=== block 1 ===
block_1/clock_nets.png
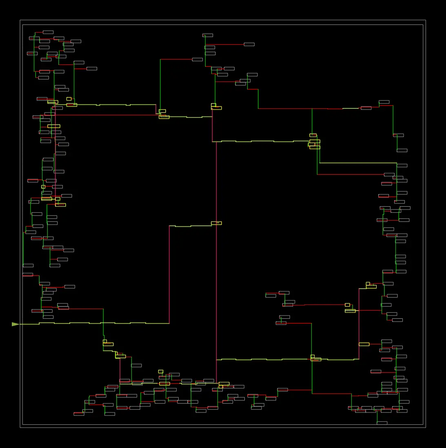

## src/rtl/nf10_packet_encoder.sv

```systemverilog
// nf10_packet_encoder: prepends one 32-byte encapsulation header beat per packet; PKT_ENCODER_STATS_EN adds pkt_cnt.
// Latency: header 1 cycle after first beat, payload 0 cycles; backpressure: m_axis_tready feeds s_axis_tready directly.
module nf10_packet_encoder #(
    parameter int C_AXIS_DATA_WIDTH  = 256,
    parameter int C_AXIS_TUSER_WIDTH = 128,
    parameter int C_SEQ_WIDTH        = 16
) (
    input  logic                            axi_aclk,
    input  logic                            axi_resetn,
    input  logic [C_AXIS_DATA_WIDTH-1:0]    s_axis_tdata,
    input  logic [C_AXIS_DATA_WIDTH/8-1:0]  s_axis_tstrb,
    input  logic [C_AXIS_TUSER_WIDTH-1:0]   s_axis_tuser,
    input  logic                            s_axis_tvalid,
    output logic                            s_axis_tready,
    input  logic                            s_axis_tlast,
    output logic [C_AXIS_DATA_WIDTH-1:0]    m_axis_tdata,
    output logic [C_AXIS_DATA_WIDTH/8-1:0]  m_axis_tstrb,
    output logic [C_AXIS_TUSER_WIDTH-1:0]   m_axis_tuser,
    output logic                            m_axis_tvalid,
    input  logic                            m_axis_tready,
    output logic                            m_axis_tlast,
    input  logic                            encap_en,
    input  logic [31:0]                     hdr_tag,
    output logic [C_SEQ_WIDTH-1:0]          seq_num,
    output logic [31:0]                     pkt_cnt
);

    typedef enum logic [1:0] {IDLE, HDR, PAYLOAD, BYPASS} state_t;

    state_t                          state_q, state_d;
    logic [C_AXIS_TUSER_WIDTH-1:0]   hdr_user_q;
    logic [C_AXIS_TUSER_WIDTH-1:0]   adj_user;
    logic [31:0]                     tag_q;
    logic [C_SEQ_WIDTH-1:0]          seq_q;
    logic [15:0]                     seq_ext;
    logic [C_AXIS_DATA_WIDTH-1:0]    hdr_dat;
    logic                            hdr_fire;

    assign hdr_fire = (state_q == HDR) && m_axis_tready;
    assign seq_num  = seq_q;
    assign seq_ext  = 16'(seq_q);
    assign hdr_dat  = {hdr_user_q, tag_q, seq_ext, hdr_user_q[15:0], 64'd0};

    // Header and payload beats advertise the length including the 32-byte header
    always_comb begin
        adj_user       = hdr_user_q;
        adj_user[15:0] = hdr_user_q[15:0] + 16'd32;
    end

    always_ff @(posedge axi_aclk or negedge axi_resetn) begin
        if (!axi_resetn) begin
            state_q    <= IDLE;
            hdr_user_q <= '0;
            tag_q      <= '0;
            seq_q      <= '0;
        end else begin
            state_q <= state_d;
            if (state_q == IDLE && s_axis_tvalid) begin
                hdr_user_q <= s_axis_tuser;
                tag_q      <= hdr_tag;
            end
            if (hdr_fire) begin
                seq_q <= seq_q + 1'b1;
            end
        end
    end

    always_comb begin
        state_d       = state_q;
        s_axis_tready = 1'b0;
        m_axis_tvalid = 1'b0;
        m_axis_tdata  = '0;
        m_axis_tstrb  = '0;
        m_axis_tuser  = '0;
        m_axis_tlast  = 1'b0;
        case (state_q)
            IDLE: begin
                if (s_axis_tvalid) begin
                    state_d = encap_en ? HDR : BYPASS;
                end
            end
            HDR: begin
                // First input beat stays parked upstream until the header is taken
                m_axis_tvalid = 1'b1;
                m_axis_tdata  = hdr_dat;
                m_axis_tstrb  = '1;
                m_axis_tuser  = adj_user;
                if (m_axis_tready) begin
                    state_d = PAYLOAD;
                end
            end
            PAYLOAD: begin
                s_axis_tready = m_axis_tready;
                m_axis_tvalid = s_axis_tvalid;
                m_axis_tdata  = s_axis_tdata;
                m_axis_tstrb  = s_axis_tstrb;
                m_axis_tuser  = adj_user;
                m_axis_tlast  = s_axis_tlast;
                if (s_axis_tvalid && m_axis_tready && s_axis_tlast) begin
                    state_d = IDLE;
                end
            end
            BYPASS: begin
                s_axis_tready = m_axis_tready;
                m_axis_tvalid = s_axis_tvalid;
                m_axis_tdata  = s_axis_tdata;
                m_axis_tstrb  = s_axis_tstrb;
                m_axis_tuser  = s_axis_tuser;
                m_axis_tlast  = s_axis_tlast;
                if (s_axis_tvalid && m_axis_tready && s_axis_tlast) begin
                    state_d = IDLE;
                end
            end
            default: state_d = IDLE;
        endcase
    end

`ifdef PKT_ENCODER_STATS_EN
    logic [31:0] pkt_cnt_q;

    always_ff @(posedge axi_aclk or negedge axi_resetn) begin
        if (!axi_resetn) begin
            pkt_cnt_q <= '0;
        end else if (hdr_fire) begin
            pkt_cnt_q <= pkt_cnt_q + 32'd1;
        end
    end

    assign pkt_cnt = pkt_cnt_q;
`else
    assign pkt_cnt = '0;
`endif

endmodule

```

## config.mk

```make
export PLATFORM = sky130hd
export DESIGN_NAME = nf10_packet_encoder
export DESIGN_NICKNAME = d
export VERILOG_FILES = /design/src/rtl/nf10_packet_encoder.sv
export SDC_FILE = /design/constraint.sdc
export NUM_CORES = 1
export LEC_CHECK = 0
export CAP_MARGIN = 20
export CORE_AREA = 2 2 362 364
export DETAILED_ROUTE_END_ITERATION = 8
export DIE_AREA = 0 0 364 366
export GPL_TIMING_DRIVEN = 1
export SETUP_SLACK_MARGIN = 0.02
export SLEW_MARGIN = 20
export SYNTH_ARGS = -nofsm -noshare
export SYNTH_HDL_FRONTEND = slang
export SYNTH_SLANG_ARGS = --single-unit
```

## constraint.sdc

```tcl
create_clock -name axi_aclk -period 5.3 [get_ports axi_aclk]
set_clock_uncertainty 0.2 [all_clocks]
set_input_delay 0.53 -clock axi_aclk [delete_from_list [all_inputs] [get_ports axi_aclk]]
set_output_delay 0.53 -clock axi_aclk [all_outputs]
set_load 0.03 [all_outputs]
```

=== block 2 ===
--- src/rtl/cgra_pkg.sv ---
// Shared types and constants for the CGRA tile's arithmetic sequencers.
package cgra_pkg;
  localparam int DEFAULT_WORD_WIDTH = 16;

  typedef enum logic [1:0] {
    IDLE,
    RUN,
    DRAIN,
    DONE
  } add_seq_state_t;
endpackage

--- src/rtl/full_adder.sv ---
// Combinational WIDTH-bit adder with enable, carry gating and acknowledge.
// Outputs are forced to zero whenever the adder is off or held in reset.
module full_adder
  import cgra_pkg::*;
#(
  parameter int WIDTH = DEFAULT_WORD_WIDTH
) (
  input  logic [WIDTH-1:0] a,
  input  logic [WIDTH-1:0] b,
  input  logic             carry_in,
  input  logic             carry_listen,
  input  logic             on_off,
  input  logic             reset,
  output logic [WIDTH-1:0] c,
  output logic             carry_out,
  output logic             ack
);

  always_comb begin
    c         = '0;
    carry_out = 1'b0;
    ack       = 1'b0;
    if (on_off && !reset) begin
      {carry_out, c} = {1'b0, a} + {1'b0, b} + {{WIDTH{1'b0}}, carry_listen & carry_in};
      ack            = 1'b1;
    end
  end

endmodule

--- src/rtl/multiword_add_sequencer.sv ---
// Multi-precision adder: streams LS-first operand words through one full_adder,
// chaining carry in a register; one registered output stage with valid/ready.
module multiword_add_sequencer
  import cgra_pkg::*;
#(
  parameter int WIDTH     = DEFAULT_WORD_WIDTH,
  parameter int MAX_WORDS = 8,
  localparam int CNT_W    = $clog2(MAX_WORDS + 1)
) (
  input  logic             clk,
  input  logic             reset,
  input  logic             start,
  input  logic [CNT_W-1:0] num_words,
  input  logic             carry_seed,
  output logic             busy,
  output logic             err,
  input  logic             in_valid,
  output logic             in_ready,
  input  logic [WIDTH-1:0] a_word,
  input  logic [WIDTH-1:0] b_word,
  output logic             out_valid,
  input  logic             out_ready,
  output logic [WIDTH-1:0] sum_word,
  output logic             last,
  output logic             carry_final,
  output logic             done
);

  localparam logic [CNT_W-1:0] MAX_CNT = CNT_W'(MAX_WORDS);

  add_seq_state_t   r_state;
  add_seq_state_t   w_next;
  logic [CNT_W-1:0] r_num_words;
  logic [CNT_W-1:0] r_word_cnt;
  logic             r_carry;
  logic [WIDTH-1:0] r_sum;
  logic             r_out_valid;
  logic             r_last;
  logic             r_carry_final;
  logic             r_busy;
  logic             r_err;

  logic             w_start_ok;
  logic             w_in_rdy;
  logic             w_in_hs;
  logic             w_out_hs;
  logic             w_last_word;
  logic [WIDTH-1:0] w_c;
  logic             w_cout;

  assign w_start_ok  = (num_words != '0) && (num_words <= MAX_CNT);
  assign w_out_hs    = r_out_valid && out_ready;
  assign w_last_word = (r_word_cnt == r_num_words - 1'b1);

  full_adder #(.WIDTH(WIDTH)) u_full_adder (
    .a            (a_word),
    .b            (b_word),
    .carry_in     (r_carry),
    .carry_listen (1'b1),
    .on_off       (w_in_hs),
    .reset        (reset),
    .c            (w_c),
    .carry_out    (w_cout),
    .ack          ()
  );

  always_ff @(posedge clk) begin
    if (reset) r_state <= IDLE;
    else       r_state <= w_next;
  end

  always_comb begin
    w_next   = r_state;
    w_in_rdy = 1'b0;
    case (r_state)
      IDLE:    if (start && w_start_ok) w_next = RUN;
      RUN: begin
        // Single output register: a new word may enter as the old one leaves.
        w_in_rdy = !r_out_valid || out_ready;
        if (in_valid && w_in_rdy && w_last_word) w_next = DRAIN;
      end
      DRAIN:   if (w_out_hs) w_next = DONE;
      DONE:    w_next = IDLE;
      default: w_next = IDLE;
    endcase
    w_in_hs = in_valid && w_in_rdy;
  end

  always_ff @(posedge clk) begin
    if (reset) begin
      r_num_words   <= '0;
      r_word_cnt    <= '0;
      r_carry       <= 1'b0;
      r_sum         <= '0;
      r_out_valid   <= 1'b0;
      r_last        <= 1'b0;
      r_carry_final <= 1'b0;
      r_busy        <= 1'b0;
      r_err         <= 1'b0;
    end else begin
      r_err <= 1'b0;
      case (r_state)
        IDLE: begin
          if (start && w_start_ok) begin
            r_num_words   <= num_words;
            r_word_cnt    <= '0;
            r_carry       <= carry_seed;
            r_carry_final <= 1'b0;
            r_busy        <= 1'b1;
          end else if (start) begin
            r_err <= 1'b1;
          end
        end
        RUN: begin
          if (w_in_hs) begin
            r_sum       <= w_c;
            r_carry     <= w_cout;
            r_out_valid <= 1'b1;
            r_word_cnt  <= r_word_cnt + 1'b1;
            r_last      <= w_last_word;
            if (w_last_word) r_carry_final <= w_cout;
          end else if (w_out_hs) begin
            r_out_valid <= 1'b0;
          end
        end
        DRAIN: begin
          if (w_out_hs) begin
            r_out_valid <= 1'b0;
            r_last      <= 1'b0;
          end
        end
        DONE:    r_busy <= 1'b0;
        default: r_busy <= 1'b0;
      endcase
    end
  end

  assign busy        = r_busy;
  assign err         = r_err;
  assign in_ready    = w_in_rdy;
  assign out_valid   = r_out_valid;
  assign sum_word    = r_sum;
  assign last        = r_last;
  assign carry_final = r_carry_final;
  assign done        = (r_state == DONE);

endmodule

--- config.mk ---
export PLATFORM = sky130hd
export DESIGN_NAME = multiword_add_sequencer
export DESIGN_NICKNAME = d
export VERILOG_FILES = /design/src/rtl/cgra_pkg.sv /design/src/rtl/full_adder.sv /design/src/rtl/multiword_add_sequencer.sv
export SDC_FILE = /design/constraint.sdc
export NUM_CORES = 1
export LEC_CHECK = 0
export CAP_MARGIN = 25
export CELL_PAD_IN_SITES_DETAIL_PLACEMENT = 0
export CELL_PAD_IN_SITES_GLOBAL_PLACEMENT = 1
export CORE_ASPECT_RATIO = 2
export CORE_MARGIN = 2
export CORE_UTILIZATION = 34
export CTS_BUF_LIST = sky130_fd_sc_hd__clkbuf_16
export DETAILED_ROUTE_END_ITERATION = 8
export PLACE_DENSITY_LB_ADDON = 0.1
export RECOVER_POWER = 100
export SYNTH_ARGS = -nofsm -noshare
export SYNTH_HDL_FRONTEND = slang
export SYNTH_SLANG_ARGS = --single-unit
--- constraint.sdc ---
create_clock -name clk -period 2.3 [get_ports clk]
set_input_delay 0.345 -clock clk [delete_from_list [all_inputs] [get_ports clk]]
set_output_delay 0.345 -clock clk [all_outputs]
set_load 0.01 [all_outputs]

==> gallery <==
The metal 4 layer.
(a)
Bar = 20 µm.
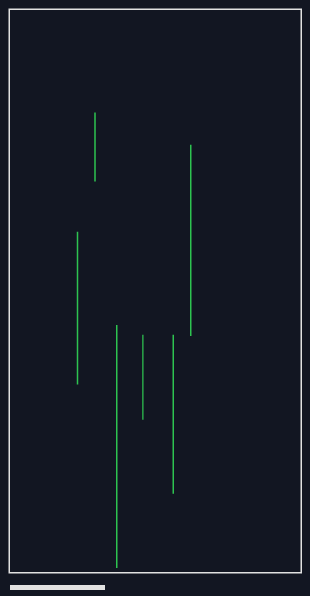
(b)
Bar = 100 µm.
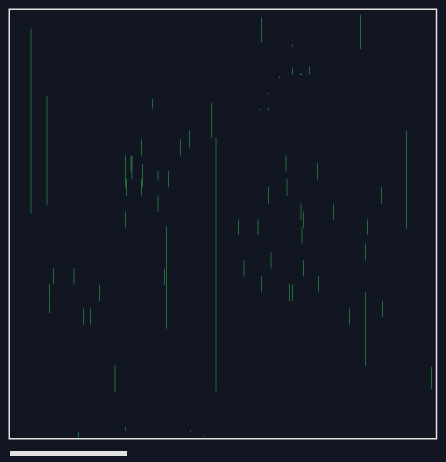
(a) comes from block 2.
(b) comes from block 1.
- largest die: (b)

block_2/m1.png
Bar = 20 µm. Cells faint in the background.
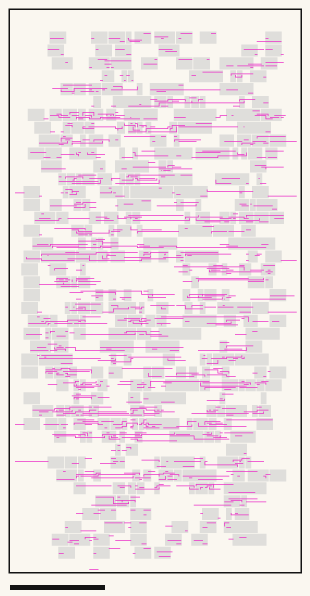
main direction = horizontal
longest straight run = 18.9 µm
nets with wire on the layer = 392
share of all routed wire = 36%
total vias in the final route: 2338
Routed WL: 6420 µm

==> impl_metrics.csv, block 2 <==
group,metric,value,unit
timing,clock_skew,1.94,ps
die,core,6360,µm²
synthesis,xor_share,0.0626,
setup_path,path_delay_family,"AND-OR/OR-AND gates",
synthesis,syn-cell-area,2240,µm²
synthesis,synth-edff-count,0,
setup_path,startpoint,"num_words[0]",
synthesis,ys_cells,278,
clocking,cts-root-buf,"clkbuf_16",
drt,routed-wl-met2,3770,µm
global_routing,grt_pass1_wl,10200,µm
setup_path,cp-endpoint,"r_state[0]$_SDFFE_PP0P_",
layout,clkCellAreaFrac,0.0413,
die,initCoreUtil,0.352,
global_routing,met1_usage,0.189,
place,pre_cts_slack,-416,ps
layout,n_fill_cell,678,
drt,detail_route.drc_violations,0,
synthesis,yosys.stat.seqShare,0.286,
synthesis,synth.top_cells.by_area,"dfxtp_1, ha_1, nand2_1, a21oi_1, xnor2_1",
pwr,ir_drop,285,µV
place,hpwl,5100,µm
synthesis,netlist_instances,278,
synthesis,yosysTopAreaCell,"dfxtp_1",
synthesis,mux_area_frac,0.0268,
synthesis,yosys.area.top_type_share,0.286,
drt,met3WireLength,179,µm
layout,flop_area,641,µm²
timing,setup-violations-final,0,
job,warning_count,30,
setup_path,worstPathMaxFanout,4,
global_routing,met3_usage,0.0164,
timing,rsz0062_at_grt,"no",
global_routing,antenna_found_initial,0,
layout,lay_top_count,"nand2_1",
setup_path,end_kind,"flip-flop",
place,place_congestion,0.817,
place,numPortBuffers,64,
clocking,clock.latency.late_pin,280,ps
setup_path,cp_slowest_cell,"dlygate4sd3_1",
layout,post-route-util,0.529,
status,status,"finished clean",
setup_path,worst-path-stages,7,
synthesis,synthDistinctLibCells,48,
synthesis,netlist_logic_family_top,"AND-OR/OR-AND gates",
block 2: state kept, by name (all words and copies together), names as in the netlist:
| signal | flops |
|---|---|
| sum_word | 16 |
| last | 1 |
| busy | 1 |
| r_word_cnt | 4 |
| err | 1 |
| r_carry | 1 |
| carry_final | 1 |
| out_valid | 1 |
| r_num_words | 4 |
| r_state | 2 |
block 2: power breakdown:
part / internal (W) / leakage, nW / switching [W] / total (W)
Sequential: 0.000639 / 0.260 / 0.0000642 / 0.000704
Clock: 0.000392 / 0.0710 / 0.000242 / 0.000634
Combinational: 0.000479 / 1.11 / 0.000519 / 0.000998
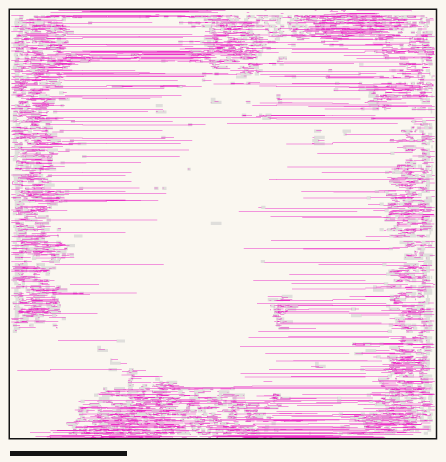
block_1/m1.png
Bar = 100 µm. Cells faint in the background.
share of all routed wire = 46%
nets with wire on the layer = 2124
wire length on this layer = 41.4 mm
main direction = horizontal
longest straight run = 200 µm
grt met1 use: 0.175
Routed WL: 90000 µm
total vias in the final route: 13300

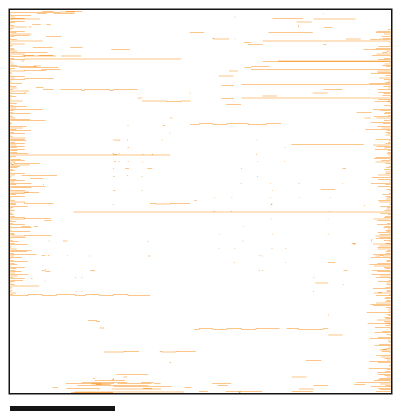
block_1/m3.png
Bar = 100 µm.
wire length on this layer = 7350 µm
longest straight run = 303 µm
met3 global-route usage: 0.0432

About block_1/clock_nets.png:
CTS buffer count: 17
flop count: 178

==> impl_metrics.csv, block 1 <==
group,metric,value,unit
drt,wl_per_cell,23.8,µm
setup_path,worstPathMaxFanout,104,
synthesis,yosys.stat.seqShare,0.386,
timing,setup_tns,0,ps
synthesis,simple_gate_area_frac,0.138,
setup_path,worstPathArrival,3570,ps
clocking,clk_pin_slew_worst_paths,90,ps
synthesis,synth-edff-count,0,
place,place_congestion,0.846,
clocking,postCtsResizedCells,0,
layout,final_cells,3783,
pwr,p_leak,8.80,nW
layout,signal_buffers,908,
timing,rsz0062_at_grt,"no",
die,nWellTaps,1742,
status,status,"finished clean",
layout,comb_area,6430,µm²
clocking,clock.latency.late_pin,520,ps
pwr,maxPowerGroup,"combinational logic",
timing,setup-violations-final,0,
## block 1: per-layer routing
| metal | share of wire | vias up | global-route usage |
|---|---|---|---|
| li1 | - | 5915 | - |
| met1 | 0.46 | 6475 | 0.175 |
| met2 | 0.44 | 737 | 0.205 |
| met3 | 0.082 | 139 | 0.0432 |
| met4 | 0.016 | 18 | 0.0237 |
| met5 | 0.0011 | - | 0 |
## block 1: worst max-delay path: stages (launching register included)
cell and delay [ps]:
dfrtp_1 360, buf_4 330, ha_4 220, or2_4 280, nor2b_4 260, buf_12 260
a22o_1 300, clkdlybuf4s50_1 690


==> screenshots <==
Signal wires on met2.
picture 1
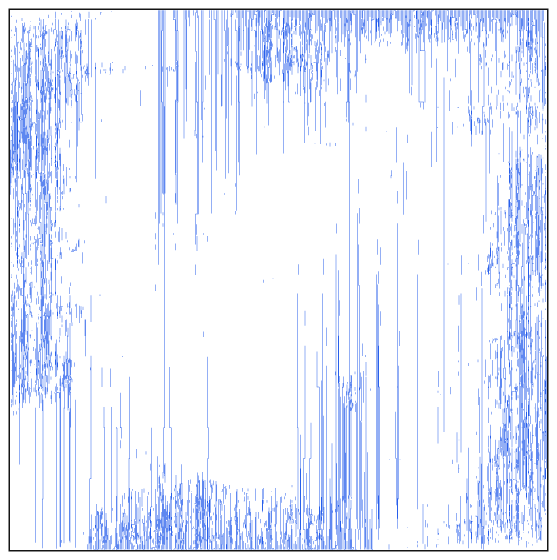
picture 2
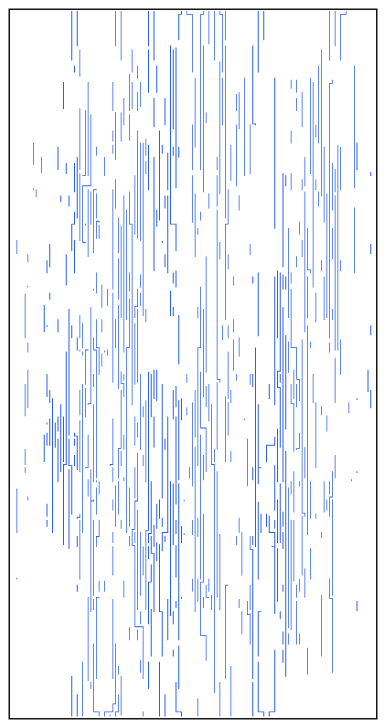
For block 2, see picture 2.
For block 1, see picture 1.

Power and IR drop assume default switching activity.
